# ---- tick_scheduler_flat ----
**tick_scheduler_flat: clock nets**

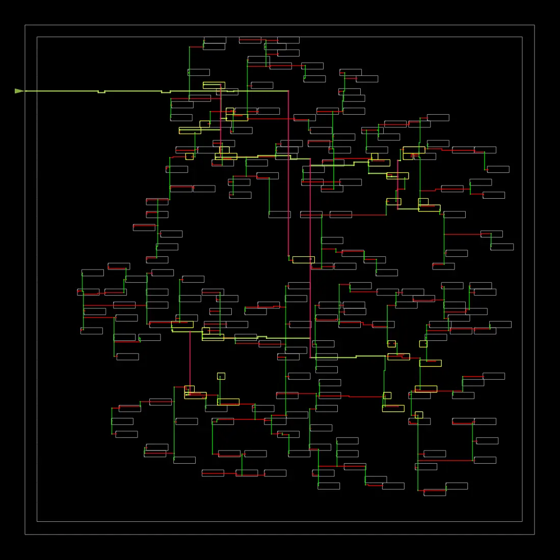

### src/rtl/tick_scheduler_if.sv
// Configuration write port of tick_scheduler: a valid/ready handshake that carries
// a channel index and a new period in base strobes.
interface tick_scheduler_if #(
    parameter int CHAN_W   = 2,
    parameter int PERIOD_W = 16
);
    logic                cfg_valid_in;
    logic                cfg_ready_out;
    logic [CHAN_W-1:0]   cfg_chan_in;
    logic [PERIOD_W-1:0] cfg_period_in;

    modport master (
        output cfg_valid_in,
        output cfg_chan_in,
        output cfg_period_in,
        input  cfg_ready_out
    );

    modport slave (
        input  cfg_valid_in,
        input  cfg_chan_in,
        input  cfg_period_in,
        output cfg_ready_out
    );
endinterface

### src/rtl/tick_scheduler.sv
// Shared timebase: one prescaler produces a base strobe, and each channel divides it by a
// runtime-programmable period into a one-cycle enable pulse and a square-wave level.
module tick_scheduler #(
    parameter int CLOCK_MHZ = 12,
    parameter int BASE_HZ   = 1000,
    parameter int CHANNELS  = 4,
    parameter int PERIOD_W  = 16
) (
    input  logic                clk_in,
    input  logic                rst_n_in,
    tick_scheduler_if.slave     cfg,
    output logic                base_tick_out,
    output logic [CHANNELS-1:0] tick_out,
    output logic [CHANNELS-1:0] level_out
);
    localparam int          CHAN_W   = (CHANNELS > 1) ? $clog2(CHANNELS) : 1;
    localparam logic [31:0] PRESCALE = 32'((CLOCK_MHZ * 1000000) / BASE_HZ);

    typedef enum logic {
        S_IDLE,
        S_COMMIT
    } cfg_state_t;

    cfg_state_t          r_state;
    logic                r_ready;
    logic [CHAN_W-1:0]   r_hold_chan;
    logic [PERIOD_W-1:0] r_hold_period;
    logic [31:0]         r_presc;
    logic                r_base_tick;
    logic [PERIOD_W-1:0] r_period [CHANNELS];
    logic [PERIOD_W-1:0] r_count  [CHANNELS];
    logic [CHANNELS-1:0] r_tick;
    logic [CHANNELS-1:0] r_level;
    logic                w_accept;

    assign w_accept          = cfg.cfg_valid_in && r_ready;
    assign cfg.cfg_ready_out = r_ready;
    assign base_tick_out     = r_base_tick;
    assign tick_out          = r_tick;
    assign level_out         = r_level;

    // NOTE: sequential state uses non-blocking assignments so every register samples pre-edge values.
    always_ff @(posedge clk_in or negedge rst_n_in) begin
        if (!rst_n_in) begin
            r_presc     <= '0;
            r_base_tick <= 1'b0;
        end else if (r_presc == PRESCALE - 32'd1) begin
            r_presc     <= '0;
            r_base_tick <= 1'b1;
        end else begin
            r_presc     <= r_presc + 32'd1;
            r_base_tick <= 1'b0;
        end
    end

    // A write is held for one cycle and applied in COMMIT, so at most one write lands every two cycles.
    always_ff @(posedge clk_in or negedge rst_n_in) begin
        if (!rst_n_in) begin
            r_state       <= S_IDLE;
            r_ready       <= 1'b1;
            r_hold_chan   <= '0;
            r_hold_period <= '0;
        end else begin
            case (r_state)
                S_IDLE: begin
                    if (w_accept) begin
                        r_hold_chan   <= cfg.cfg_chan_in;
                        r_hold_period <= cfg.cfg_period_in;
                        r_state       <= S_COMMIT;
                        r_ready       <= 1'b0;
                    end
                end
                S_COMMIT: begin
                    r_state <= S_IDLE;
                    r_ready <= 1'b1;
                end
                default: begin
                    r_state <= S_IDLE;
                    r_ready <= 1'b1;
                end
            endcase
        end
    end

    // NOTE: the period/count arrays are reset on purpose: period 0 is what defines a disabled channel.
    always_ff @(posedge clk_in or negedge rst_n_in) begin
        if (!rst_n_in) begin
            for (int i = 0; i < CHANNELS; i++) begin
                r_period[i] <= '0;
                r_count[i]  <= '0;
            end
            r_tick  <= '0;
            r_level <= '0;
        end else begin
            r_tick <= '0;
            for (int i = 0; i < CHANNELS; i++) begin
                // A commit to this channel swallows a coinciding strobe; out-of-range indices match nothing.
                if (r_state == S_COMMIT && int'(r_hold_chan) == i) begin
                    r_period[i] <= r_hold_period;
                    r_count[i]  <= '0;
                end else if (r_base_tick && r_period[i] != '0) begin
                    if (r_count[i] == r_period[i] - PERIOD_W'(1)) begin
                        r_count[i] <= '0;
                        r_tick[i]  <= 1'b1;
                        r_level[i] <= ~r_level[i];
                    end else begin
                        r_count[i] <= r_count[i] + PERIOD_W'(1);
                    end
                end
            end
        end
    end
endmodule

### src/flat_wrapper.sv
// flat-port wrapper written by rule: the top's interface ports become plain ports
module tick_scheduler_flat 
#(
    parameter int CLOCK_MHZ = 12,
    parameter int BASE_HZ   = 1000,
    parameter int CHANNELS  = 4,
    parameter int PERIOD_W  = 16
)
  (clk_in, rst_n_in, base_tick_out, tick_out, level_out, cfg_cfg_valid_in, cfg_cfg_chan_in, cfg_cfg_period_in, cfg_cfg_ready_out);
  tick_scheduler_if #(.CHAN_W(2), .PERIOD_W(PERIOD_W)) cfg_i ();
  input  logic clk_in;
  input  logic rst_n_in;
  output logic base_tick_out;
  output logic [CHANNELS-1:0] tick_out;
  output logic [CHANNELS-1:0] level_out;
  input wire logic [$bits(cfg_i.cfg_valid_in)-1:0] cfg_cfg_valid_in;
  input wire logic [$bits(cfg_i.cfg_chan_in)-1:0] cfg_cfg_chan_in;
  input wire logic [$bits(cfg_i.cfg_period_in)-1:0] cfg_cfg_period_in;
  output wire logic [$bits(cfg_i.cfg_ready_out)-1:0] cfg_cfg_ready_out;
  assign cfg_i.cfg_valid_in = cfg_cfg_valid_in;
  assign cfg_i.cfg_chan_in = cfg_cfg_chan_in;
  assign cfg_i.cfg_period_in = cfg_cfg_period_in;
  assign cfg_cfg_ready_out = cfg_i.cfg_ready_out;
  tick_scheduler #(.CLOCK_MHZ(CLOCK_MHZ), .BASE_HZ(BASE_HZ), .CHANNELS(CHANNELS), .PERIOD_W(PERIOD_W)) u_core (.clk_in(clk_in), .rst_n_in(rst_n_in), .cfg(cfg_i), .base_tick_out(base_tick_out), .tick_out(tick_out), .level_out(level_out));
endmodule
### config.mk
export PLATFORM = sky130hd
export DESIGN_NAME = tick_scheduler_flat
export DESIGN_NICKNAME = d
export VERILOG_FILES = /design/src/rtl/tick_scheduler_if.sv /design/src/rtl/tick_scheduler.sv /design/src/flat_wrapper.sv
export SDC_FILE = /design/constraint.sdc
export NUM_CORES = 1
export LEC_CHECK = 0
export CAP_MARGIN = 10
export CORE_MARGIN = 5
export CORE_UTILIZATION = 25
export CTS_BUF_LIST = sky130_fd_sc_hd__clkbuf_16
export DETAILED_ROUTE_END_ITERATION = 16
export PLACE_DENSITY = 0.42
export SLEW_MARGIN = 20
export SYNTH_ARGS = -nofsm -noshare
export SYNTH_HDL_FRONTEND = slang
export SYNTH_SLANG_ARGS = --single-unit
### constraint.sdc
create_clock -name clk_in -period 3.7 [get_ports clk_in]
set_clock_uncertainty 0.2 [all_clocks]
set_input_delay 0.74 -clock clk_in [delete_from_list [all_inputs] [get_ports clk_in]]
set_output_delay 0.74 -clock clk_in [all_outputs]
set_load 0.01 [all_outputs]
# ---- mult_sweep_monitor ----
[config.mk]
export PLATFORM = sky130hd
export DESIGN_NAME = mult_sweep_monitor
export DESIGN_NICKNAME = d
export VERILOG_FILES = /design/src/rtl/mult_sweep_monitor.sv
export SDC_FILE = /design/constraint.sdc
export NUM_CORES = 1
export LEC_CHECK = 0
export CORE_UTILIZATION = 52
export DETAILED_ROUTE_END_ITERATION = 6
export PLACE_DENSITY = 0.78
export SETUP_SLACK_MARGIN = 0.1
export SLEW_MARGIN = 20
export SYNTH_ARGS = -nofsm -noshare
export SYNTH_HDL_FRONTEND = slang
export SYNTH_SLANG_ARGS = --single-unit
[constraint.sdc]
create_clock -name clk -period 6.7 [get_ports clk]
set_clock_uncertainty 0.2 [all_clocks]
set_input_delay 2.01 -clock clk [delete_from_list [all_inputs] [get_ports clk]]
set_output_delay 2.01 -clock clk [all_outputs]
set_load 0.03 [all_outputs]
[src/rtl/mult_sweep_monitor.sv]
// Exhaustive sweep harness for a combinational W x W approximate multiplier.
// Streams every operand pair to the multiplier and accumulates error-distance statistics.
module mult_sweep_monitor #(
  parameter  int unsigned W  = 6,
  localparam int unsigned PW = 2*W + 1,
  localparam int unsigned SW = 2*W + PW
) (
  input  logic            clk,
  input  logic            rst_n,
  input  logic            start,
  output logic [W-1:0]    op_a,
  output logic [W-1:0]    op_b,
  input  logic [PW-1:0]   prod,
  output logic            busy,
  output logic            done,
  output logic [2*W:0]    err_cnt,
  output logic [SW-1:0]   sum_ed,
  output logic [PW-1:0]   max_ed,
  output logic [W-1:0]    worst_a,
  output logic [W-1:0]    worst_b
);

  localparam int unsigned CW = 2*W + 1;

  typedef enum logic [1:0] {S_IDLE, S_SWEEP, S_DRAIN, S_DONE} state_t;

  state_t         state, state_nxt;
  logic           last_c, clear_c;
  logic [PW-1:0]  exact_c, ed_c;

  // stage-1 capture of the pair presented this cycle
  logic           v1, neq1;
  logic [PW-1:0]  ed1;
  logic [W-1:0]   a1, b1;

  assign last_c  = (op_a == '1) && (op_b == '1);
  assign clear_c = start && ((state == S_IDLE) || (state == S_DONE));
  assign exact_c = PW'(op_a) * PW'(op_b);
  assign ed_c    = (exact_c >= prod) ? (exact_c - prod) : (prod - exact_c);

  always_ff @(posedge clk or negedge rst_n) begin
    if (!rst_n) state <= S_IDLE;
    else        state <= state_nxt;
  end

  always_comb begin
    state_nxt = state;
    case (state)
      S_IDLE:  if (start)  state_nxt = S_SWEEP;
      S_SWEEP: if (last_c) state_nxt = S_DRAIN;
      S_DRAIN:             state_nxt = S_DONE;
      S_DONE:  if (start)  state_nxt = S_SWEEP;
      default:             state_nxt = S_IDLE;
    endcase
  end

  // status flags track the state being entered so they change on the same edge
  always_ff @(posedge clk or negedge rst_n) begin
    if (!rst_n) begin
      busy <= 1'b0;
      done <= 1'b0;
    end else begin
      busy <= (state_nxt == S_SWEEP) || (state_nxt == S_DRAIN);
      done <= (state_nxt == S_DONE);
    end
  end

  // operand counter: op_b inner loop, holds at the final pair
  always_ff @(posedge clk or negedge rst_n) begin
    if (!rst_n) begin
      op_a <= '0;
      op_b <= '0;
    end else if (clear_c) begin
      op_a <= '0;
      op_b <= '0;
    end else if ((state == S_SWEEP) && !last_c) begin
      op_b <= op_b + W'(1);
      if (op_b == '1) op_a <= op_a + W'(1);
    end
  end

  always_ff @(posedge clk or negedge rst_n) begin
    if (!rst_n) begin
      v1   <= 1'b0;
      neq1 <= 1'b0;
      ed1  <= '0;
      a1   <= '0;
      b1   <= '0;
    end else begin
      v1   <= (state == S_SWEEP);
      neq1 <= (ed_c != '0);
      ed1  <= ed_c;
      a1   <= op_a;
      b1   <= op_b;
    end
  end

  // accumulate; strict compare keeps the earliest worst pair on ties
  always_ff @(posedge clk or negedge rst_n) begin
    if (!rst_n) begin
      err_cnt <= '0;
      sum_ed  <= '0;
      max_ed  <= '0;
      worst_a <= '0;
      worst_b <= '0;
    end else if (clear_c) begin
      err_cnt <= '0;
      sum_ed  <= '0;
      max_ed  <= '0;
      worst_a <= '0;
      worst_b <= '0;
    end else if (v1) begin
      err_cnt <= err_cnt + CW'(neq1);
      sum_ed  <= sum_ed + SW'(ed1);
      if (ed1 > max_ed) begin
        max_ed  <= ed1;
        worst_a <= a1;
        worst_b <= b1;
      end
    end
  end

endmodule

# ---- prog_loader ----
File: src/rtl/prog_loader.sv
// prog_loader: receives a length-prefixed, checksummed program byte stream,
// writes it into CPU program RAM and releases the CPU only after a verified load.
module prog_loader #(
  parameter int unsigned ADDR_W = 4
) (
  input  logic              clk,
  input  logic              rst,
  input  logic              load_mode,
  input  logic              in_valid,
  input  logic [7:0]        in_data,
  output logic              in_ready,
  output logic              mem_we,
  output logic [ADDR_W-1:0] mem_addr,
  output logic [7:0]        mem_wdata,
  output logic              cpu_run,
  output logic              load_err,
  output logic              busy
);

  // Length register is one bit wider so a full 2^ADDR_W program fits.
  localparam int unsigned LEN_W   = ADDR_W + 1;
  localparam int unsigned MAX_LEN = 1 << ADDR_W;

  typedef enum logic [2:0] {
    S_IDLE,
    S_HEADER,
    S_DATA,
    S_CHECK,
    S_DONE,
    S_ERROR
  } state_t;

  state_t            state;
  logic [ADDR_W-1:0] ptr;
  logic [LEN_W-1:0]  len;
  logic [7:0]        acc;

  logic xfer;
  logic len_ok;
  logic last_byte;

  // Handshake, header range check and end-of-data detection.
  assign xfer      = in_valid & in_ready;
  assign len_ok    = (in_data != 8'd0) && (32'(in_data) <= MAX_LEN);
  assign last_byte = ({1'b0, ptr} == (len - LEN_W'(1)));

  // Loader FSM; every output is registered and abort/reset beat any transfer.
  always_ff @(posedge clk) begin
    if (rst) begin
      state     <= S_IDLE;
      in_ready  <= 1'b0;
      busy      <= 1'b0;
      mem_we    <= 1'b0;
      mem_addr  <= '0;
      mem_wdata <= '0;
      cpu_run   <= 1'b0;
      load_err  <= 1'b0;
      ptr       <= '0;
      len       <= '0;
      acc       <= '0;
    end else begin
      mem_we <= 1'b0;
      case (state)
        S_IDLE: begin
          if (load_mode) begin
            state    <= S_HEADER;
            in_ready <= 1'b1;
            busy     <= 1'b1;
            cpu_run  <= 1'b0;
            load_err <= 1'b0;
            ptr      <= '0;
            acc      <= '0;
          end
        end
        S_HEADER: begin
          if (!load_mode) begin
            state    <= S_IDLE;
            in_ready <= 1'b0;
            busy     <= 1'b0;
          end else if (xfer) begin
            if (len_ok) begin
              len   <= LEN_W'(in_data);
              state <= S_DATA;
            end else begin
              state    <= S_ERROR;
              in_ready <= 1'b0;
              busy     <= 1'b0;
              load_err <= 1'b1;
            end
          end
        end
        S_DATA: begin
          if (!load_mode) begin
            state    <= S_IDLE;
            in_ready <= 1'b0;
            busy     <= 1'b0;
          end else if (xfer) begin
            mem_we    <= 1'b1;
            mem_addr  <= ptr;
            mem_wdata <= in_data;
            acc       <= acc + in_data;
            // Pointer is held on the last byte so it never wraps.
            if (last_byte) state <= S_CHECK;
            else           ptr   <= ptr + ADDR_W'(1);
          end
        end
        S_CHECK: begin
          if (!load_mode) begin
            state    <= S_IDLE;
            in_ready <= 1'b0;
            busy     <= 1'b0;
          end else if (xfer) begin
            in_ready <= 1'b0;
            busy     <= 1'b0;
            if (in_data == acc) begin
              state   <= S_DONE;
              cpu_run <= 1'b1;
            end else begin
              state    <= S_ERROR;
              load_err <= 1'b1;
            end
          end
        end
        S_DONE, S_ERROR: begin
          if (!load_mode) state <= S_IDLE;
        end
        default: begin
          state    <= S_IDLE;
          in_ready <= 1'b0;
          busy     <= 1'b0;
        end
      endcase
    end
  end

endmodule
File: config.mk
export PLATFORM = sky130hd
export DESIGN_NAME = prog_loader
export DESIGN_NICKNAME = d
export VERILOG_FILES = /design/src/rtl/prog_loader.sv
export SDC_FILE = /design/constraint.sdc
export NUM_CORES = 1
export LEC_CHECK = 0
export CORE_UTILIZATION = 45
export DETAILED_ROUTE_END_ITERATION = 10
export PLACE_DENSITY = 0.68
export SLEW_MARGIN = 20
export SYNTH_ARGS = -nofsm -noshare
export SYNTH_HDL_FRONTEND = slang
export SYNTH_SLANG_ARGS = --single-unit
File: constraint.sdc
create_clock -name clk -period 5.83 [get_ports clk]
set_input_delay 0.8745 -clock clk [delete_from_list [all_inputs] [get_ports clk]]
set_output_delay 0.8745 -clock clk [all_outputs]
set_load 0.01 [all_outputs]
# ---- rtc_bus_responder ----
$ cat config.mk
export PLATFORM = sky130hd
export DESIGN_NAME = rtc_bus_responder
export DESIGN_NICKNAME = d
export VERILOG_FILES = /design/src/rtl/rtc_pkg.sv /design/src/rtl/sync_2ff.sv /design/src/rtl/rtc_bus_responder.sv
export SDC_FILE = /design/constraint.sdc
export NUM_CORES = 1
export LEC_CHECK = 0
export CORE_UTILIZATION = 39
export DETAILED_ROUTE_END_ITERATION = 6
export PLACE_DENSITY = 0.51
export RECOVER_POWER = 25
export SLEW_MARGIN = 20
export SYNTH_ARGS = -nofsm -noshare
export SYNTH_HDL_FRONTEND = slang
export SYNTH_SLANG_ARGS = --single-unit
$ cat constraint.sdc
create_clock -name clk -period 3.9 [get_ports clk]
set_input_delay 0.78 -clock clk [delete_from_list [all_inputs] [get_ports clk]]
set_output_delay 0.78 -clock clk [all_outputs]
set_load 0.03 [all_outputs]
$ cat src/rtl/rtc_pkg.sv
`timescale 1ns/1ps
`default_nettype none
// ============================================================================
// Module      : rtc_pkg
// Description : Shared constants, FSM encoding and BCD helper for the RTC
//               bus responder.
// Revision    : 1.0 - initial release
// ============================================================================
package rtc_pkg;

    // Timekeeping register addresses
    localparam logic [3:0] REG_SEC  = 4'h0;
    localparam logic [3:0] REG_MIN  = 4'h1;
    localparam logic [3:0] REG_HOUR = 4'h2;

    // BCD wrap limits
    localparam logic [7:0] BCD_59 = 8'h59;
    localparam logic [7:0] BCD_23 = 8'h23;

    // Bus protocol FSM encoding
    typedef enum logic [1:0] {
        ST_IDLE  = 2'd0,
        ST_ADDR  = 2'd1,
        ST_ARMED = 2'd2,
        ST_DATA  = 2'd3
    } state_e;

    // Two-digit BCD increment; a low digit of 9 or above carries into the
    // high digit, so illegal host-written values still move forward.
    function automatic logic [7:0] bcd_inc(input logic [7:0] v);
        logic [3:0] lo;
        logic [3:0] hi;
        lo = v[3:0];
        hi = v[7:4];
        if (lo >= 4'd9) begin
            return {hi + 4'd1, 4'd0};
        end
        return {hi, lo + 4'd1};
    endfunction

endpackage
`default_nettype wire

$ cat src/rtl/sync_2ff.sv
`timescale 1ns/1ps
`default_nettype none
// ============================================================================
// Module      : sync_2ff
// Description : Two-flop synchronizer, parameterizable width; flops reset to
//               RST_VAL (all ones by default = strobes inactive).
// Revision    : 1.0 - initial release
// ============================================================================
module sync_2ff #(
    parameter int               WIDTH   = 1,
    parameter logic [WIDTH-1:0] RST_VAL = '1
) (
    input  logic             clk,
    input  logic             reset,
    input  logic [WIDTH-1:0] i_async,
    output logic [WIDTH-1:0] o_sync
);

    logic [WIDTH-1:0] meta_q;
    logic [WIDTH-1:0] meta_d;
    logic [WIDTH-1:0] sync_q;
    logic [WIDTH-1:0] sync_d;

    // Next values for the two synchronizer stages
    always_comb begin
        meta_d = i_async;
        sync_d = meta_q;
    end

    // Synchronizer flops
    always_ff @(posedge clk or negedge reset) begin
        if (!reset) begin
            meta_q <= RST_VAL;
            sync_q <= RST_VAL;
        end else begin
            meta_q <= meta_d;
            sync_q <= sync_d;
        end
    end

    assign o_sync = sync_q;

endmodule
`default_nettype wire

$ cat src/rtl/rtc_bus_responder.sv
`timescale 1ns/1ps
`default_nettype none
// ============================================================================
// Module      : rtc_bus_responder
// Description : Responder for the multiplexed RTC bus. Decodes the address and
//               data phases, serves a small register file and keeps a
//               free-running BCD hh:mm:ss clock in registers 0..2.
// Revision    : 1.0 - initial release
// ============================================================================
module rtc_bus_responder #(
    parameter int TICK_DIV = 100_000_000,
    parameter int NREG     = 16
) (
    input  logic       clk,
    input  logic       reset,
    input  logic       ChipSelect,
    input  logic       AoD,
    input  logic       Write,
    input  logic       Read,
    input  logic [7:0] data_in,
    output logic [7:0] data_out,
    output logic       data_oe,
    output logic       bus_err
);
    import rtc_pkg::*;

    localparam int          PW         = $clog2(TICK_DIV);
    localparam logic [PW-1:0] PRESC_MAX = PW'(TICK_DIV - 1);
    localparam int          SEC        = int'(REG_SEC);
    localparam int          MIN        = int'(REG_MIN);
    localparam int          HOUR       = int'(REG_HOUR);

    logic [3:0]    strobe_s;
    logic          cs_s, aod_s, wr_s, rd_s;
    logic [7:0]    din1_q, din1_d, din2_q, din2_d;
    logic          wr_prev_q, wr_prev_d;
    logic          err_q, err_d;
    logic          wr_bad_q, wr_bad_d;
    logic          wr_rise, err, wr_en, wr_time, tick;
    state_e        state_q, state_d;
    logic [3:0]    addr_q, addr_d;
    logic          addr_valid_q, addr_valid_d;
    logic [PW-1:0] presc_q, presc_d;
    logic [7:0]    regs_q [NREG];
    logic [7:0]    regs_d [NREG];
    logic [7:0]    rd_val;
    logic [7:0]    data_out_q, data_out_d;
    logic          data_oe_q, data_oe_d;
    logic          bus_err_q, bus_err_d;

    sync_2ff #(
        .WIDTH   (4),
        .RST_VAL (4'hF)
    ) u_strobe_sync (
        .clk     (clk),
        .reset   (reset),
        .i_async ({ChipSelect, AoD, Write, Read}),
        .o_sync  (strobe_s)
    );

    assign {cs_s, aod_s, wr_s, rd_s} = strobe_s;

    // Strobe decode: data alignment, write edge, protocol-error detection
    always_comb begin
        din1_d    = data_in;
        din2_d    = din1_q;
        wr_prev_d = wr_s;
        wr_rise   = !wr_prev_q && wr_s;
        err       = !cs_s && !rd_s && (!wr_s || state_q == ST_ADDR);
        err_d     = err;
        // A write strobe that overlapped an error never commits on its rise
        wr_bad_d  = err ? 1'b1 : (wr_s ? 1'b0 : wr_bad_q);
        wr_en     = (state_q == ST_DATA) && !cs_s && wr_rise && !err && !wr_bad_q;
        wr_time   = wr_en && (addr_q <= REG_HOUR);
    end

    // Read mux; addresses beyond the register file return zero
    always_comb begin
        rd_val = 8'h00;
        for (int i = 0; i < NREG; i++) begin
            if (addr_q == 4'(i)) begin
                rd_val = regs_q[i];
            end
        end
    end

    // FSM next state and next registered outputs
    always_comb begin
        state_d      = state_q;
        addr_d       = addr_q;
        addr_valid_d = addr_valid_q;
        if (!err) begin
            case (state_q)
                ST_IDLE: begin
                    if (!cs_s && !aod_s) state_d = ST_ADDR;
                end
                ST_ADDR: begin
                    if (cs_s) begin
                        state_d = addr_valid_q ? ST_ARMED : ST_IDLE;
                    end else if (wr_rise && !wr_bad_q) begin
                        addr_d       = din2_q[3:0];
                        addr_valid_d = 1'b1;
                    end
                end
                ST_ARMED: begin
                    if (!cs_s) state_d = aod_s ? ST_DATA : ST_ADDR;
                end
                ST_DATA: begin
                    if (cs_s) begin
                        state_d      = ST_IDLE;
                        addr_valid_d = 1'b0;
                    end
                end
                default: state_d = ST_IDLE;
            endcase
        end
        data_oe_d  = (state_q == ST_DATA) && !cs_s && !rd_s && !err;
        data_out_d = data_oe_d ? rd_val : 8'h00;
        bus_err_d  = err && !err_q;
    end

    // Prescaler, BCD clock and host writes; a time write drops the whole tick
    always_comb begin
        tick    = (presc_q == PRESC_MAX);
        presc_d = tick ? '0 : presc_q + PW'(1);
        regs_d  = regs_q;
        if (tick && !wr_time) begin
            if (regs_q[SEC] == BCD_59) begin
                regs_d[SEC] = 8'h00;
                if (regs_q[MIN] == BCD_59) begin
                    regs_d[MIN]  = 8'h00;
                    regs_d[HOUR] = (regs_q[HOUR] == BCD_23) ? 8'h00 : bcd_inc(regs_q[HOUR]);
                end else begin
                    regs_d[MIN] = bcd_inc(regs_q[MIN]);
                end
            end else begin
                regs_d[SEC] = bcd_inc(regs_q[SEC]);
            end
        end
        for (int i = 0; i < NREG; i++) begin
            if (wr_en && addr_q == 4'(i)) begin
                regs_d[i] = din2_q;
            end
        end
    end

    // Data pipeline and strobe history
    always_ff @(posedge clk or negedge reset) begin
        if (!reset) begin
            din1_q    <= 8'h00;
            din2_q    <= 8'h00;
            wr_prev_q <= 1'b1;
            err_q     <= 1'b0;
            wr_bad_q  <= 1'b0;
        end else begin
            din1_q    <= din1_d;
            din2_q    <= din2_d;
            wr_prev_q <= wr_prev_d;
            err_q     <= err_d;
            wr_bad_q  <= wr_bad_d;
        end
    end

    // FSM state, latched address and registered bus outputs
    always_ff @(posedge clk or negedge reset) begin
        if (!reset) begin
            state_q      <= ST_IDLE;
            addr_q       <= 4'h0;
            addr_valid_q <= 1'b0;
            data_out_q   <= 8'h00;
            data_oe_q    <= 1'b0;
            bus_err_q    <= 1'b0;
        end else begin
            state_q      <= state_d;
            addr_q       <= addr_d;
            addr_valid_q <= addr_valid_d;
            data_out_q   <= data_out_d;
            data_oe_q    <= data_oe_d;
            bus_err_q    <= bus_err_d;
        end
    end

    // Register file and prescaler
    always_ff @(posedge clk or negedge reset) begin
        if (!reset) begin
            presc_q <= '0;
            for (int i = 0; i < NREG; i++) begin
                regs_q[i] <= 8'h00;
            end
        end else begin
            presc_q <= presc_d;
            regs_q  <= regs_d;
        end
    end

    assign data_out = data_out_q;
    assign data_oe  = data_oe_q;
    assign bus_err  = bus_err_q;

endmodule
`default_nettype wire

# ---- uart_tx ----
==> config.mk <==
export PLATFORM = sky130hd
export DESIGN_NAME = uart_tx
export DESIGN_NICKNAME = d
export VERILOG_FILES = /design/src/rtl/uart_tx.sv
export SDC_FILE = /design/constraint.sdc
export NUM_CORES = 1
export LEC_CHECK = 0
export ABC_CLOCK_PERIOD_IN_PS = 1600
export CORE_MARGIN = 2
export CORE_UTILIZATION = 45
export DETAILED_ROUTE_END_ITERATION = 10
export GPL_TIMING_DRIVEN = 0
export PLACE_DENSITY = 0.68
export SYNTH_ARGS = -nofsm -noshare
export SYNTH_HDL_FRONTEND = slang
export SYNTH_SLANG_ARGS = --single-unit
==> constraint.sdc <==
create_clock -name clk_i -period 1.6 [get_ports clk_i]
set_input_delay 0.16 -clock clk_i [delete_from_list [all_inputs] [get_ports clk_i]]
set_output_delay 0.16 -clock clk_i [all_outputs]
set_load 0.03 [all_outputs]
==> src/rtl/uart_tx.sv <==
// ==== uart_tx: serializes start / DATA_WIDTH bits LSB first / even parity / stop ====
// ==== rev 1.0 : initial release                                                 ====
`default_nettype none

module uart_tx #(
  parameter int CLK_FREQ   = 50_000_000,
  parameter int BAUD_RATE  = 115_200,
  parameter int DATA_WIDTH = 8
) (
  input  logic                  clk_i,
  input  logic                  reset_i,
  input  logic                  tx_valid_i,
  input  logic [DATA_WIDTH-1:0] tx_data_i,
  output logic                  tx_ready_o,
  output logic                  txd_o,
  output logic                  tx_done_o
);

  localparam int CYCLES_PER_TICK = CLK_FREQ / (BAUD_RATE * 16);
  localparam int BIT_CYCLES      = CYCLES_PER_TICK * 16;
  localparam int CNT_W           = (BIT_CYCLES > 1) ? $clog2(BIT_CYCLES) : 1;
  localparam int IDX_W           = $clog2(DATA_WIDTH) + 1;

  localparam logic [CNT_W-1:0] CNT_LAST = CNT_W'(BIT_CYCLES - 1);
  localparam logic [IDX_W-1:0] IDX_LAST = IDX_W'(DATA_WIDTH - 1);

  localparam logic [2:0] S_IDLE   = 3'd0;
  localparam logic [2:0] S_START  = 3'd1;
  localparam logic [2:0] S_DATA   = 3'd2;
  localparam logic [2:0] S_PARITY = 3'd3;
  localparam logic [2:0] S_STOP   = 3'd4;

  if (CYCLES_PER_TICK < 1) begin : g_bad_divisor
    $error("uart_tx: CLK_FREQ too low for BAUD_RATE (CYCLES_PER_TICK < 1)");
  end

  if ((DATA_WIDTH < 1) || (DATA_WIDTH > 16)) begin : g_bad_width
    $error("uart_tx: DATA_WIDTH must be in 1..16");
  end

  logic [2:0]            state_q,  state_d;
  logic [CNT_W-1:0]      cnt_q,    cnt_d;
  logic [IDX_W-1:0]      idx_q,    idx_d;
  logic [DATA_WIDTH-1:0] shift_q,  shift_d;
  logic                  parity_q, parity_d;
  logic                  txd_q,    txd_d;
  logic                  done_q,   done_d;
  logic                  bit_end;

  assign bit_end = (cnt_q == CNT_LAST);

  // State register
  always_ff @(posedge clk_i or posedge reset_i) begin
    if (reset_i) begin
      state_q <= S_IDLE;
    end else begin
      state_q <= state_d;
    end
  end

  // Next-state and datapath next values
  always_comb begin
    state_d  = state_q;
    cnt_d    = cnt_q;
    idx_d    = idx_q;
    shift_d  = shift_q;
    parity_d = parity_q;

    if (state_q != S_IDLE) begin
      cnt_d = bit_end ? '0 : cnt_q + CNT_W'(1);
    end

    case (state_q)
      S_IDLE: begin
        cnt_d = '0;
        idx_d = '0;
        if (tx_valid_i) begin
          shift_d  = tx_data_i;
          parity_d = ^tx_data_i;
          state_d  = S_START;
        end
      end
      S_START: begin
        if (bit_end) state_d = S_DATA;
      end
      S_DATA: begin
        if (bit_end) begin
          shift_d = shift_q >> 1;
          if (idx_q == IDX_LAST) begin
            idx_d   = '0;
            state_d = S_PARITY;
          end else begin
            idx_d = idx_q + IDX_W'(1);
          end
        end
      end
      S_PARITY: begin
        if (bit_end) state_d = S_STOP;
      end
      S_STOP: begin
        if (bit_end) state_d = S_IDLE;
      end
      default: begin
        state_d = S_IDLE;
      end
    endcase
  end

  // Line level is decoded from the next state so TxD is registered yet aligned to the bit edge
  always_comb begin
    txd_d = 1'b1;
    case (state_d)
      S_START:  txd_d = 1'b0;
      S_DATA:   txd_d = shift_d[0];
      S_PARITY: txd_d = parity_d;
      default:  txd_d = 1'b1;
    endcase
    done_d = (state_q == S_STOP) && (state_d == S_IDLE);
  end

  always_ff @(posedge clk_i or posedge reset_i) begin
    if (reset_i) begin
      cnt_q    <= '0;
      idx_q    <= '0;
      shift_q  <= '0;
      parity_q <= 1'b0;
      txd_q    <= 1'b1;
      done_q   <= 1'b0;
    end else begin
      cnt_q    <= cnt_d;
      idx_q    <= idx_d;
      shift_q  <= shift_d;
      parity_q <= parity_d;
      txd_q    <= txd_d;
      done_q   <= done_d;
    end
  end

  assign tx_ready_o = (state_q == S_IDLE);
  assign txd_o      = txd_q;
  assign tx_done_o  = done_q;

endmodule

`default_nettype wire

**tick_scheduler_flat: metal layers overlaid**

(1 px per µm)
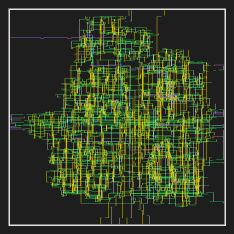
Key: met3 = purple [wire length 654 µm]; met2 = yellow [wire length 11,900 µm]; met1 = green [wire length 13,600 µm]; met4 = cyan [wire length 231 µm]

About 'clock nets' of tick_scheduler_flat:
clock latency (worst-skew pair): 450 ps
CTS buffer count: 17
clock sink total: 189
# clk buffers: 17

==> flow_summary.yaml, tick_scheduler_flat <==
# yosys + openroad results
global_routing:
  antenna_found_initial: 1
  grt_pass1_vias: 7883
  busiest_layer: "met2"
routing:
  wl_met2_um: 11900
  first_iter_violations: 488
cts:
  cts_setup_buffers: 0
setup_path:
  worstPathMaxFanout: 10
  r2r_setup_slack_ps: 350
yosys:
  synthTopCellsByArea: "dfrtp_1, xnor2_1, nand2_1"
  ys_warn_count: 0
  ys_area_mm2: 0.0105
outcome:
  outcome: "finished, final reports clean"
final_timing:
  fmax_mhz: 298
  hold_violations: 0
min_path:
  hold_class: "in -> async"
power_and_ir_drop:
  leakage_nw: 5.57
  power_leader: "sequential cells"
  clock_power_mw: 1.82
run:
  warnings: 26
  drv_cap: 0
floorplan:
  ios: 31
tick_scheduler_flat: cell type report:
cell class | count | area [µm²]
inverters | 24 | 90.1
clock inverters | 15 | 150
repair buffers | 55 | 504
flip-flops and latches | 189 | 4730
well taps | 539 | 674
multi-input cells | 848 | 5450
clock buffers | 17 | 425
fillers | 4398 | 29600
tick_scheduler_flat: worst reg2reg max path: cells and delay by family (launching register included):
family	cells	cell delay, ps
fa+ha+maj	1	220
flops	1	430
compound gates	2	770
simple gates	6	1570
buf+inv	1	80
tick_scheduler_flat: through the flow:
stage          utilization (%)  power (mW)  hold slack [ps]
2_1_floorplan                -        2.11              233
3_3_place_gp              27.5        2.18              250
3_5_place_dp              27.5        2.18              257
4_1_cts                   28.9        4.04              115
5_1_grt                   28.9        4.13              140
6_report                  28.9        3.96              105
tick_scheduler_flat: kinds of logic (layout without fill, tap and decap cells):
logic type,Yosys count,count (layout),share of synthesized area [%]
simple gates,515,515,24.6
buf+inv,63,111,2.68
fa+ha+maj,10,10,1.17
compound gates,124,124,8.47
xor+xnor,148,148,12.4
mux,51,51,5.45
flops,189,189,45.3
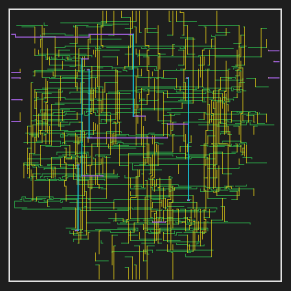
**Above:** prog_loader (metal layers overlaid).
(4 px per µm)
Key: met3 = purple [wire length 86.7 µm]; met2 = yellow [wire length 1,780 µm]; met4 = cyan [wire length 114 µm]; met1 = green [wire length 2,170 µm]

==> flow_summary.yaml, prog_loader <==
# yosys + openroad results
global_routing:
  antenna_found_initial: 0
  grt-ovfl-total: 0
routing:
  wl_um: 4160
  first_iter_violations: 73
power_and_ir_drop:
  power.switching_mw: 0.110
  leakage_nw: 0.811
  p_int_mw: 0.371
  power_leader: "sequential cells"
placement:
  place_hpwl_um: 3010
setup_path:
  critical_path_class: "in -> reg"
  critPathLaunchType: "primary input"
  r2r_end: "ptr[0]$_SDFFE_PP0P_"
finish:
  drive_gt1_share_pct: 6.69
  clkbuf_count: 7
  sh_comb_area_pct: 49.6
  n_all_inverters: 3
  signal_buffers: 29
  logic_area_mm2: 0.00116
  fin_nets: 276
outcome:
  outcome: "finished, final reports clean"
cts:
  clock-sinks: 36
  ctsResizeCount: 0
floorplan:
  initial_core_util_pct: 47.8
run:
  drv_cap: 0
yosys:
  synth.avg_cell_area_um2: 8.47
## prog_loader: routing by layer
metal | wire length [µm] | track usage [%]
met1 | 2170 | 27.2
met4 | 113 | 10.9
met2 | 1780 | 30.1
met3 | 86 | 4.05
met5 | 0 | 0
## prog_loader: through the flow
| step | hold WS, ps | cells | utilization (%) |
|---|---|---|---|
| 5_1_grt | 471 | 304 | 57.7 |
| 4_1_cts | 462 | 304 | 57.5 |
| 2_1_floorplan | 456 | 229 | - |
| 3_3_place_gp | 444 | 297 | 55.1 |
| 6_report | 455 | 304 | 57.7 |
| 3_5_place_dp | 452 | 297 | 55.1 |
## prog_loader: sequential cells by signal, summed over array words and instances, names as in the netlist
name and count:
state 3, mem_we 1, mem_addr 4, busy 1, ptr 4, len 5
load_err 1, mem_wdata 8, acc 8, cpu_run 1
## prog_loader: Yosys cell counts, types with 4 or more instances
library cell	instances	area share, %
nand2_1	32	6.2
clkbuf_1	9	1.7
xnor2_1	8	3.6
a22oi_1	4	1.5
dfxtp_1	36	37
o21ai_0	4	1.0
a31oi_1	4	1.3
nor2b_1	5	1.6
a21oi_1	20	5.2
nor3_1	9	2.3
nor2_1	26	5.0
mux2i_1	7	3.6
or3_1	5	1.6
ha_1	9	5.8
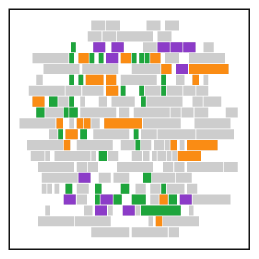
**Above:** uart_tx (logic cells by family).
(4 px per µm)
Key: XOR/XNOR gates = purple [cells 13]; inverting AOI/OAI gates = orange [cells 21]; NAND gates = green [cells 34]

**uart_tx: metal layers overlaid**

(4 px per µm)
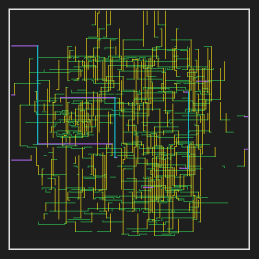
Key: met2 = yellow [wire length 1,460 µm]; met3 = purple [wire length 54.0 µm]; met4 = cyan [wire length 58.5 µm]; met1 = green [wire length 1,380 µm]

==> flow_summary.yaml, uart_tx <==
# yosys + openroad results
power_and_ir_drop:
  pg_seq_mw: 0.683
  seq_power_share_pct: 64.6
  leakage_nw: 0.859
finish:
  final_common_cell: "dfrtp_1"
final_timing:
  slew_violations: 0
  timing.final.ws_setup_ps: -23.6
  finalSetupViolCount: 1
cts:
  root_buffer: "clkbuf_4"
  cts_setup_buffers: 13
  clk_latency_ps: 320
outcome:
  violations: "negative setup slack"
  outcome: "finished, violations left"
yosys:
  ys_warn_count: 0
global_routing:
  grt_max_degree: 28
setup_path:
  cp.depth: 4
  arrival_ps: 1890
placement:
  place_ws_ps: -236
  place_hpwl_um: 1870
uart_tx: cell families (layout without fill, tap and decap cells):
| group | count (synthesis) | in the layout | share of synthesized area [%] |
|---|---|---|---|
| flops | 27 | 27 | 48.6 |
| simple gates | 64 | 64 | 25.1 |
| buf+inv | 11 | 43 | 3.59 |
| mux | 2 | 2 | 1.44 |
| compound gates | 23 | 23 | 11.3 |
| fa+ha+maj | 2 | 2 | 1.80 |
| xor+xnor | 13 | 13 | 8.18 |
uart_tx: layer usage:
metal,track usage [%],up-vias,share of wire [%]
met3,4.59,6,1.8
li1,-,557,-
met5,0,-,0
met1,24.7,572,47
met2,28.9,13,49
met4,6.67,0,2.0
uart_tx: state kept, by name, summed over array words and instances (netlist names):
register   count
cnt_q          9
shift_q        8
idx_q          4
state_q        3
parity_q       1
tx_done_o      1
txd_o          1
uart_tx: final cells by class:
class                           count  area (µm²)
Tap cell                           33        41.3
Inverter                            6        22.5
Buffer                              3        33.8
Fill cell                         241        1110
Clock buffer                        4        26.3
Multi-Input combinational cell    104         795
Timing Repair Buffer               30         289
Sequential cell                    27         682
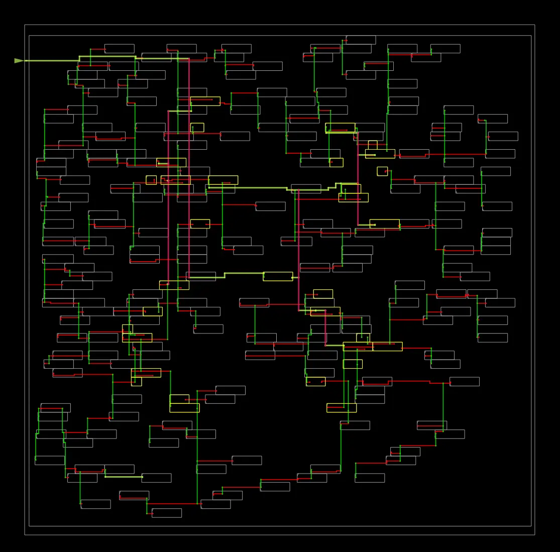
**Above:** rtc_bus_responder (clock nets).
worst clock skew: 14.5 ps
CTS buffer count: 17

**rtc_bus_responder: signal wires on met3**

(3 px per µm)
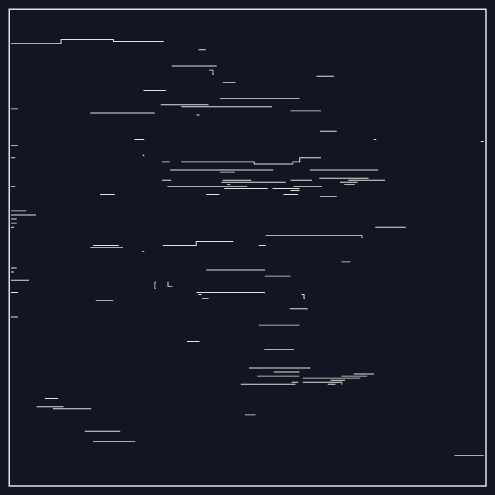
The longest straight run is 34.0 µm. The layer holds 3.6% of the routed length. The layer carries 876 µm of wire. 71 nets have wire on it. The wires run mostly horizontal.

==> flow_summary.yaml, rtc_bus_responder <==
# yosys + openroad results
outcome:
  outcome: "finished, violations left"
  violations: "max-capacitance violations, max-slew violations"
yosys:
  synth.net_count: 870
  simple_gate_area_share_pct: 13.4
  netlist_logic_family_top: "multiplexers"
  synth_area_leader_cell: "dfrtp_1"
  xor_share_pct: 2.11
setup_path:
  critical_path_required_ps: 4260
  critical_path_class: "reg -> reg"
finish:
  final_core_util_pct: 45.1
  sh_comb_area_pct: 39.9
  seq_area_share_pct: 46.6
  logic_gates: 574
  n_all_inverters: 24
routing:
  first_iter_violations: 384
  via_count: 6658
  drc: 0
  drt_pre_antenna_iters: 5
power_and_ir_drop:
  power_leader: "sequential cells"
  power.switching_mw: 1.55
  power_mw: 4.83
  clockPowerShare_pct: 37.5
global_routing:
  grt_max_degree: 72
final_timing:
  slew_violations: 67
cts:
  cts_hold_buf: 0
  clock-sinks: 199
floorplan:
  core_area_mm2: 0.0238
placement:
  gp_congestion: 0.868
min_path:
  hold_class: "reg -> reg"
run:
  drv_cap: 1
-- rtc_bus_responder: cell families (layout without fill, tap and decap cells) --
kind of cell,Yosys count,after routing
AND/OR/NAND/NOR,250,250
flip-flops,199,199
AND-OR/OR-AND,143,143
multiplexers,142,142
buffers and inverters,67,89
XOR/XNOR,23,23
adder cells (fa/ha/maj),16,16
-- rtc_bus_responder: cells in the final DEF (no fill, tap or decap), drive strengths merged, types with 7 or more instances in the layout --
cell type and n:
mux2i 35, o211ai 10, buf 10, xnor2 9, nor2 63, dfrtp 190
o22ai 7, xor2 14, o21ai 38, clkbuf 18, a31oi 11, clkdlybuf4s50 10
inv 32, nand3 20, ha 16, a21oi 20, dfstp 9, dlygate4sd3 12
nand2 75, mux2 101, nor3 14, nand2b 8, nor2b 7, nand4 13
-- rtc_bus_responder: critical path, stage by stage (launching register included) --
cell	delay, ps
dfrtp_1	440
inv_1	80
ha_1	150
or4bb_1	500
nor4_1	380
or4b_4	610
or4_1	430
a31oi_1	180
-- rtc_bus_responder: per-layer routing --
metal	GRT usage, %	part of all wire [%]
met1	31.9	50
met2	30.7	44
met3	2.56	3.6
met4	7.01	1.5
met5	0	0
**mult_sweep_monitor: clock wires, drivers and flops**

(4 px per µm)
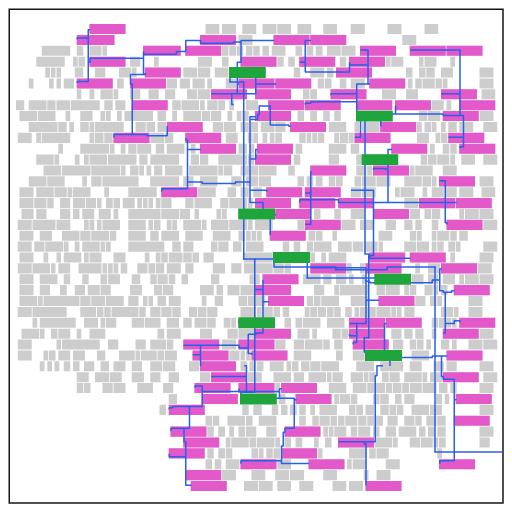
Key: flip-flops = magenta [count 106]; cells driving clock nets = green [count 9]; clock wires = blue [length 1,210 µm]
There are 10 routed clock nets.

==> flow_summary.yaml, mult_sweep_monitor <==
# yosys + openroad results
routing:
  routed-wl-met3_um: 1080
  via_count: 6397
  first_iter_violations: 339
  drt_pre_antenna_iters: 5
  highest_layer: "met4"
finish:
  clkbuf_count: 10
  logic_gates: 608
  flop_area_mm2: 0.00266
  seq_area_share_pct: 28.8
  final_core_util_pct: 65.4
  bufAreaShareNonClock_pct: 12.3
setup_path:
  cpLargestDelayFamily: "adder cells"
  crit_end: "neq1$_DFF_PN0_"
  r2r_start: "op_a[2]$_DFFE_PN0P_"
yosys:
  ys_types: 66
  ys_warn_count: 0
  top_cells_by_count: "dfrtp_1, inv_1, ha_1"
final_timing:
  tns_ps: 0
  timing.final.ws_setup_ps: 342
  slew_violations: 0
global_routing:
  grt_use_met3_pct: 2.40
  grt_pass1_wl_um: 29400
cts:
  numCtsBuffers: 9
  cts_setup_buffers: 4
outcome:
  outcome: "finished, final reports clean"
floorplan:
  ios: 93
power_and_ir_drop:
  p_per_area_mw_per_mm2: 282
## mult_sweep_monitor: state kept, by name (all words and copies together), names as in the netlist, 2 cells and up
signal,cells
a1,6
b1,6
ed1,13
err_cnt,13
max_ed,13
op_a,6
op_b,6
state,2
sum_ed,25
worst_a,6
worst_b,6
## mult_sweep_monitor: report_power, final
part / internal, mW / total (mW) / leakage (nW) / switching (mW)
Clock: 0.262 / 0.513 / 0.140 / 0.251
Sequential: 0.757 / 0.857 / 1.41 / 0.0998
Combinational: 0.462 / 1.23 / 2.68 / 0.767
## mult_sweep_monitor: cell usage in the layout (no fill, tap or decap), types with 10 or more instances in the layout
| master | instances |
|---|---|
| a21o_1 | 20 |
| a21oi_1 | 68 |
| and2_1 | 28 |
| buf_4 | 30 |
| clkdlybuf4s50_1 | 91 |
| dfrtp_1 | 104 |
| fa_1 | 19 |
| ha_1 | 73 |
| inv_1 | 80 |
| mux2i_1 | 12 |
| nand2_1 | 39 |
| nand3_1 | 44 |
| nor2_1 | 54 |
| nor2b_1 | 10 |
| nor3_1 | 19 |
| o21a_1 | 12 |
| o21ai_0 | 44 |
| xnor2_1 | 26 |
| xor2_1 | 21 |

# ---- control_sequencer ----
===== config.mk =====
export PLATFORM = sky130hd
export DESIGN_NAME = control_sequencer
export DESIGN_NICKNAME = d
export VERILOG_FILES = /design/src/rtl/cpu_ctrl_pkg.sv /design/src/rtl/control_sequencer_instr_class_decode.sv /design/src/rtl/control_sequencer.sv
export SDC_FILE = /design/constraint.sdc
export NUM_CORES = 1
export LEC_CHECK = 0
export CAP_MARGIN = 30
export CORE_MARGIN = 4
export CORE_UTILIZATION = 32
export DETAILED_ROUTE_END_ITERATION = 16
export GPL_TIMING_DRIVEN = 0
export PLACE_DENSITY = 0.83
export SLEW_MARGIN = 25
export SYNTH_ARGS = -nofsm -noshare
export SYNTH_HDL_FRONTEND = slang
export SYNTH_SLANG_ARGS = --single-unit

===== constraint.sdc =====
create_clock -name Clock -period 2.3 [get_ports Clock]
set_input_delay 0.46 -clock Clock [delete_from_list [all_inputs] [get_ports Clock]]
set_output_delay 0.46 -clock Clock [all_outputs]
set_load 0.02 [all_outputs]

===== src/rtl/cpu_ctrl_pkg.sv =====
// Shared opcode values, ALU select codes and state encodings for the
// hardwired control sequencer.
package cpu_ctrl_pkg;

  localparam logic [4:0] OP_LD   = 5'b00000;
  localparam logic [4:0] OP_LDI  = 5'b00001;
  localparam logic [4:0] OP_ST   = 5'b00010;
  localparam logic [4:0] OP_ADD  = 5'b00011;
  localparam logic [4:0] OP_OR   = 5'b01010;
  localparam logic [4:0] OP_ADDI = 5'b01011;
  localparam logic [4:0] OP_ANDI = 5'b01100;
  localparam logic [4:0] OP_ORI  = 5'b01101;
  localparam logic [4:0] OP_NOP  = 5'b11010;
  localparam logic [4:0] OP_HALT = 5'b11011;

  // ALU selects used when an instruction borrows a register-form operation
  localparam logic [4:0] ALU_ADD = 5'b00011;
  localparam logic [4:0] ALU_AND = 5'b01001;
  localparam logic [4:0] ALU_OR  = 5'b01010;

  typedef enum logic [3:0] {
    S_RESET = 4'd0,
    S_T0    = 4'd1,
    S_T1    = 4'd2,
    S_T2    = 4'd3,
    S_T3    = 4'd4,
    S_T4    = 4'd5,
    S_T5    = 4'd6,
    S_T6    = 4'd7,
    S_T7    = 4'd8,
    S_HALT  = 4'd9
  } state_t;

endpackage


===== src/rtl/control_sequencer_instr_class_decode.sv =====
// Classifies the instruction opcode field and picks the ALU operation the
// execute step should request.
module instr_class_decode
  import cpu_ctrl_pkg::*;
#(
  parameter int OP_W = 5
) (
  input  logic [OP_W-1:0] op,
  output logic            is_rtype,
  output logic            is_imm,
  output logic            is_ld,
  output logic            is_ldi,
  output logic            is_st,
  output logic            is_nop,
  output logic            is_halt,
  output logic [OP_W-1:0] alu_op
);

  always_comb begin
    is_rtype = 1'b0;
    is_imm   = 1'b0;
    is_ld    = 1'b0;
    is_ldi   = 1'b0;
    is_st    = 1'b0;
    is_nop   = 1'b0;
    is_halt  = 1'b0;
    alu_op   = '0;
    case (op)
      OP_LD:   begin is_ld  = 1'b1; alu_op = ALU_ADD; end
      OP_LDI:  begin is_ldi = 1'b1; alu_op = ALU_ADD; end
      OP_ST:   begin is_st  = 1'b1; alu_op = ALU_ADD; end
      OP_ADDI: begin is_imm = 1'b1; alu_op = ALU_ADD; end
      OP_ANDI: begin is_imm = 1'b1; alu_op = ALU_AND; end
      OP_ORI:  begin is_imm = 1'b1; alu_op = ALU_OR;  end
      OP_NOP:  is_nop  = 1'b1;
      OP_HALT: is_halt = 1'b1;
      default: begin
        // register-form ops pass their own code straight to the ALU
        if (op >= OP_ADD && op <= OP_OR) begin
          is_rtype = 1'b1;
          alu_op   = op;
        end
      end
    endcase
  end

endmodule


===== src/rtl/control_sequencer.sv =====
// Moore control unit: fetch T0-T2, decode, execute T3-T7, with halt and
// stop handling at instruction boundaries.
module control_sequencer
  import cpu_ctrl_pkg::*;
#(
  parameter int DATA_W = 32,
  parameter int OP_W   = 5
) (
  input  logic              Clock,
  input  logic              clear,
  input  logic [DATA_W-1:0] IR,
  input  logic              Stop,
  output logic              Run,
  output logic [3:0]        present_state,
  output logic              Read,
  output logic              Write,
  output logic              IncPC,
  output logic [OP_W-1:0]   opcode,
  output logic              Gra,
  output logic              Grb,
  output logic              Grc,
  output logic              Rin,
  output logic              Rout,
  output logic              BAout,
  output logic              Yin,
  output logic              Zin,
  output logic              PCin,
  output logic              IRin,
  output logic              MARin,
  output logic              MDRin,
  output logic              Zlowout,
  output logic              PCout,
  output logic              MDRout,
  output logic              Cout
);

  state_t state, state_next;
  logic is_rtype, is_imm, is_ld, is_ldi, is_st, is_nop, is_halt;
  logic [OP_W-1:0] alu_op;
  logic exec, mem_class;
  logic unused_ir;

  assign unused_ir = ^{IR[DATA_W-OP_W-1:0], is_nop};

  instr_class_decode #(.OP_W(OP_W)) u_decode (
    .op       (IR[DATA_W-1 -: OP_W]),
    .is_rtype (is_rtype),
    .is_imm   (is_imm),
    .is_ld    (is_ld),
    .is_ldi   (is_ldi),
    .is_st    (is_st),
    .is_nop   (is_nop),
    .is_halt  (is_halt),
    .alu_op   (alu_op)
  );

  assign exec      = is_rtype | is_imm | is_ldi | is_ld | is_st;
  assign mem_class = is_ld | is_st;

  always_ff @(posedge Clock or posedge clear) begin
    if (clear) state <= S_RESET;
    else       state <= state_next;
  end

  // Stop is only looked at when an instruction retires
  always_comb begin
    state_next = state;
    case (state)
      S_RESET: state_next = S_T0;
      S_T0:    state_next = S_T1;
      S_T1:    state_next = S_T2;
      S_T2: begin
        if (is_halt)   state_next = S_HALT;
        else if (exec) state_next = S_T3;
        else           state_next = Stop ? S_HALT : S_T0;
      end
      S_T3:    state_next = S_T4;
      S_T4:    state_next = S_T5;
      S_T5:    state_next = mem_class ? S_T6 : (Stop ? S_HALT : S_T0);
      S_T6:    state_next = S_T7;
      S_T7:    state_next = Stop ? S_HALT : S_T0;
      S_HALT:  state_next = S_HALT;
      default: state_next = S_RESET;
    endcase
  end

  always_comb begin
    Read = 1'b0; Write = 1'b0; IncPC = 1'b0; opcode = '0;
    Gra = 1'b0; Grb = 1'b0; Grc = 1'b0; Rin = 1'b0; Rout = 1'b0; BAout = 1'b0;
    Yin = 1'b0; Zin = 1'b0; PCin = 1'b0; IRin = 1'b0; MARin = 1'b0;
    MDRin = 1'b0; Zlowout = 1'b0; PCout = 1'b0; MDRout = 1'b0; Cout = 1'b0;
    case (state)
      S_T0: begin PCout = 1'b1; MARin = 1'b1; end
      S_T1: begin Read = 1'b1; MDRin = 1'b1; end
      S_T2: begin MDRout = 1'b1; IRin = 1'b1; PCin = 1'b1; IncPC = 1'b1; end
      S_T3: begin
        // ALU forms read Rb; address forms use base-address so R0 means 0
        if (exec) begin Grb = 1'b1; Yin = 1'b1; end
        if (is_rtype | is_imm)              Rout  = 1'b1;
        else if (is_ldi | is_ld | is_st)    BAout = 1'b1;
      end
      S_T4: begin
        if (is_rtype) begin
          Grc = 1'b1; Rout = 1'b1; Zin = 1'b1; opcode = alu_op;
        end else if (exec) begin
          Cout = 1'b1; Zin = 1'b1; opcode = alu_op;
        end
      end
      S_T5: begin
        if (is_rtype | is_imm | is_ldi) begin
          Zlowout = 1'b1; Gra = 1'b1; Rin = 1'b1;
        end else if (mem_class) begin
          Zlowout = 1'b1; MARin = 1'b1;
        end
      end
      S_T6: begin
        if (is_ld)      begin Read = 1'b1; MDRin = 1'b1; end
        else if (is_st) begin Gra = 1'b1; Rout = 1'b1; MDRin = 1'b1; end
      end
      S_T7: begin
        if (is_ld)      begin MDRout = 1'b1; Gra = 1'b1; Rin = 1'b1; end
        else if (is_st) Write = 1'b1;
      end
      default: ;
    endcase
  end

  assign present_state = state;
  assign Run = (state != S_RESET) && (state != S_HALT);

endmodule

**control_sequencer: clock nets**

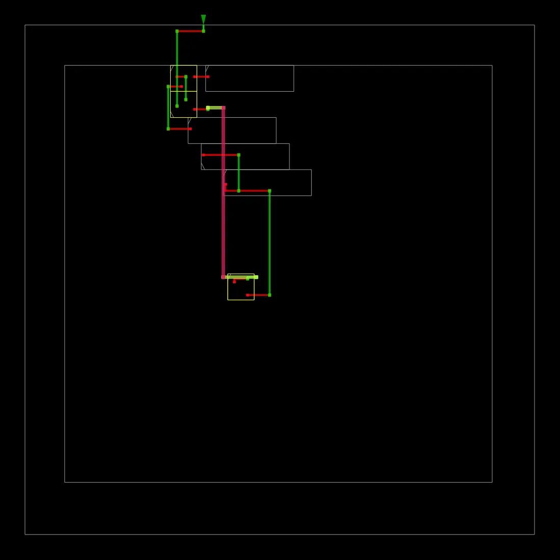
clock latency (worst-skew pair): 240 ps
CTS buffer count: 3
Clock Power: 0.0902 mW
# clk buffers: 3
registers: 4

==> flow_summary.yaml <==
# yosys + openroad results
yosys:
  ys_area_um2: 653
  adder_share_pct: 1.53
  ys_cells: 93
placement:
  place_ws_ps: -781
routing:
  drc: 0
  drt_pre_antenna_iters: 6
power_and_ir_drop:
  p_int_mw: 0.536
  leakage_nw: 0.549
cts:
  clk_pin_slew_ps: 40
setup_path:
  worstPathMaxFanout: 7
final_timing:
  holdWs_ps: 388
  skew_ps: 8.01
floorplan:
  fp-row-count: 16
outcome:
  outcome: "finished, final reports clean"
finish:
  final_core_util_pct: 57.0
  drive_gt1_share_pct: 38.7
global_routing:
  grt_pass1_vias: 746
Yosys cell counts (2+ instances only):
| cell | n | area share (%) |
|---|---|---|
| nor2_1 | 11 | 6.3 |
| inv_1 | 7 | 4.0 |
| a21oi_1 | 5 | 3.8 |
| nand2_1 | 5 | 2.9 |
| buf_2 | 4 | 3.1 |
| buf_4 | 4 | 4.6 |
| dfrtp_1 | 4 | 15 |
| nor3_1 | 4 | 3.1 |
| o21ai_0 | 4 | 3.1 |
| buf_6 | 3 | 5.2 |
| nand2b_1 | 3 | 2.9 |
| nor2b_1 | 3 | 2.9 |
| o21a_1 | 3 | 3.4 |
| and2_1 | 2 | 1.9 |
| and3_1 | 2 | 1.9 |
| nand4_1 | 2 | 1.9 |
| nand4bb_1 | 2 | 3.4 |
| or3_1 | 2 | 1.9 |
| xor2_1 | 2 | 2.7 |
area by class of cell:
class                   instances  area, µm²  area share [%]
inverters                       7       26.3            2.38
multi-input cells              71        508            45.9
well taps                      27       33.8            3.05
repair buffers                 41        332            30.0
clock buffers                   3       22.5            2.04
plain buffers                  11       83.8            7.58
flip-flops and latches          4        100            9.05
critical path: cells and delay by family (launching register included):
kind	cells	cell delay [ps]
simple gates	1	320
buf+inv	3	850
flops	1	440


==> gallery <==
Clock wires, drivers and flops.
panel A
(2 px per µm)
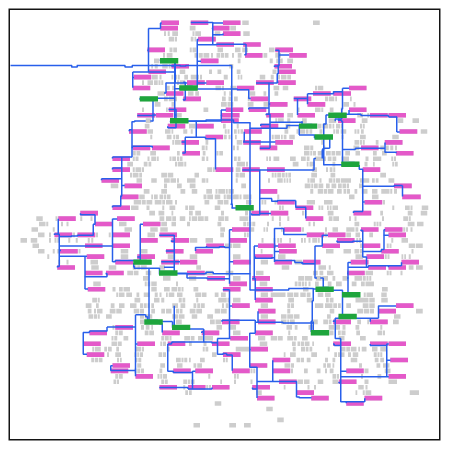
panel B
(3 px per µm)
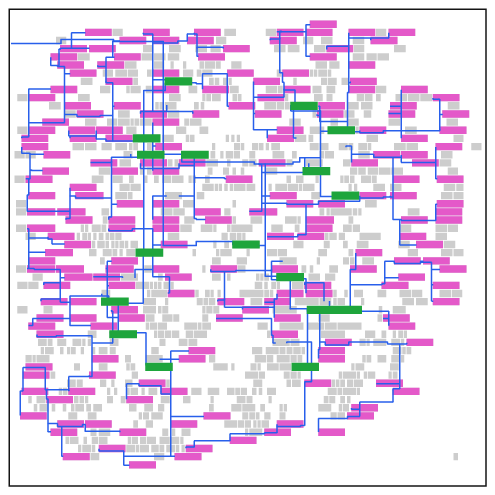
panel C
(6 px per µm)
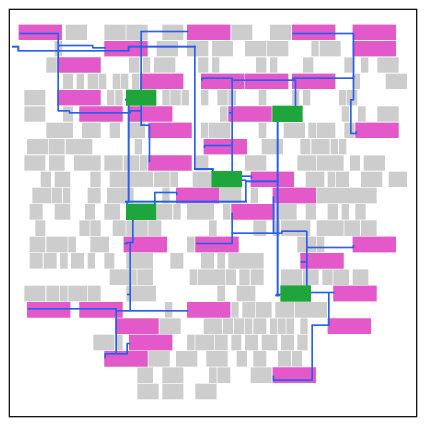
panel D
(10 px per µm)
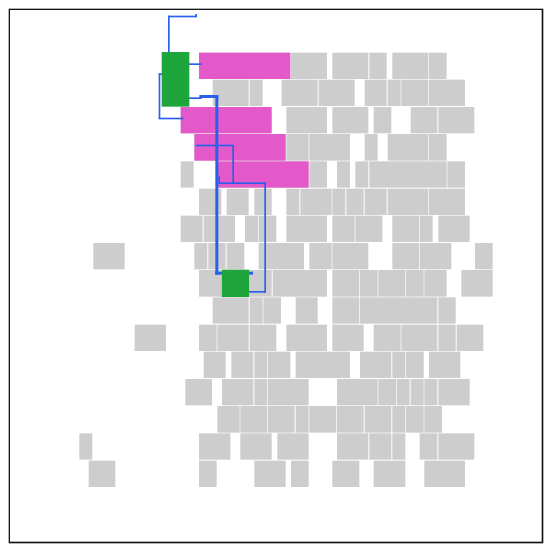
panel E
(8 px per µm)
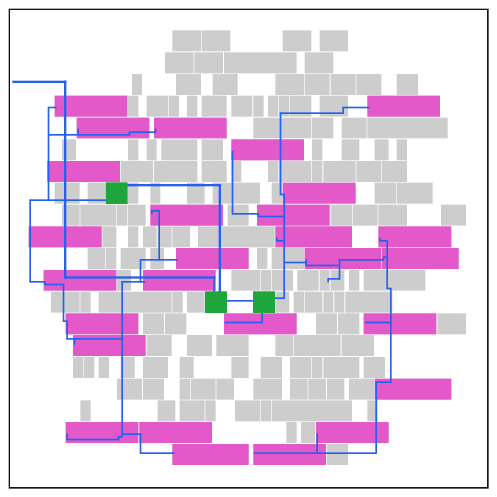
panel C: prog_loader
panel E: uart_tx
panel A: tick_scheduler_flat
panel B: rtc_bus_responder
panel D: control_sequencer
The one with the smallest die is panel D.
The one with the fewest sequential cells is panel D.

Power and IR drop assume default switching activity.
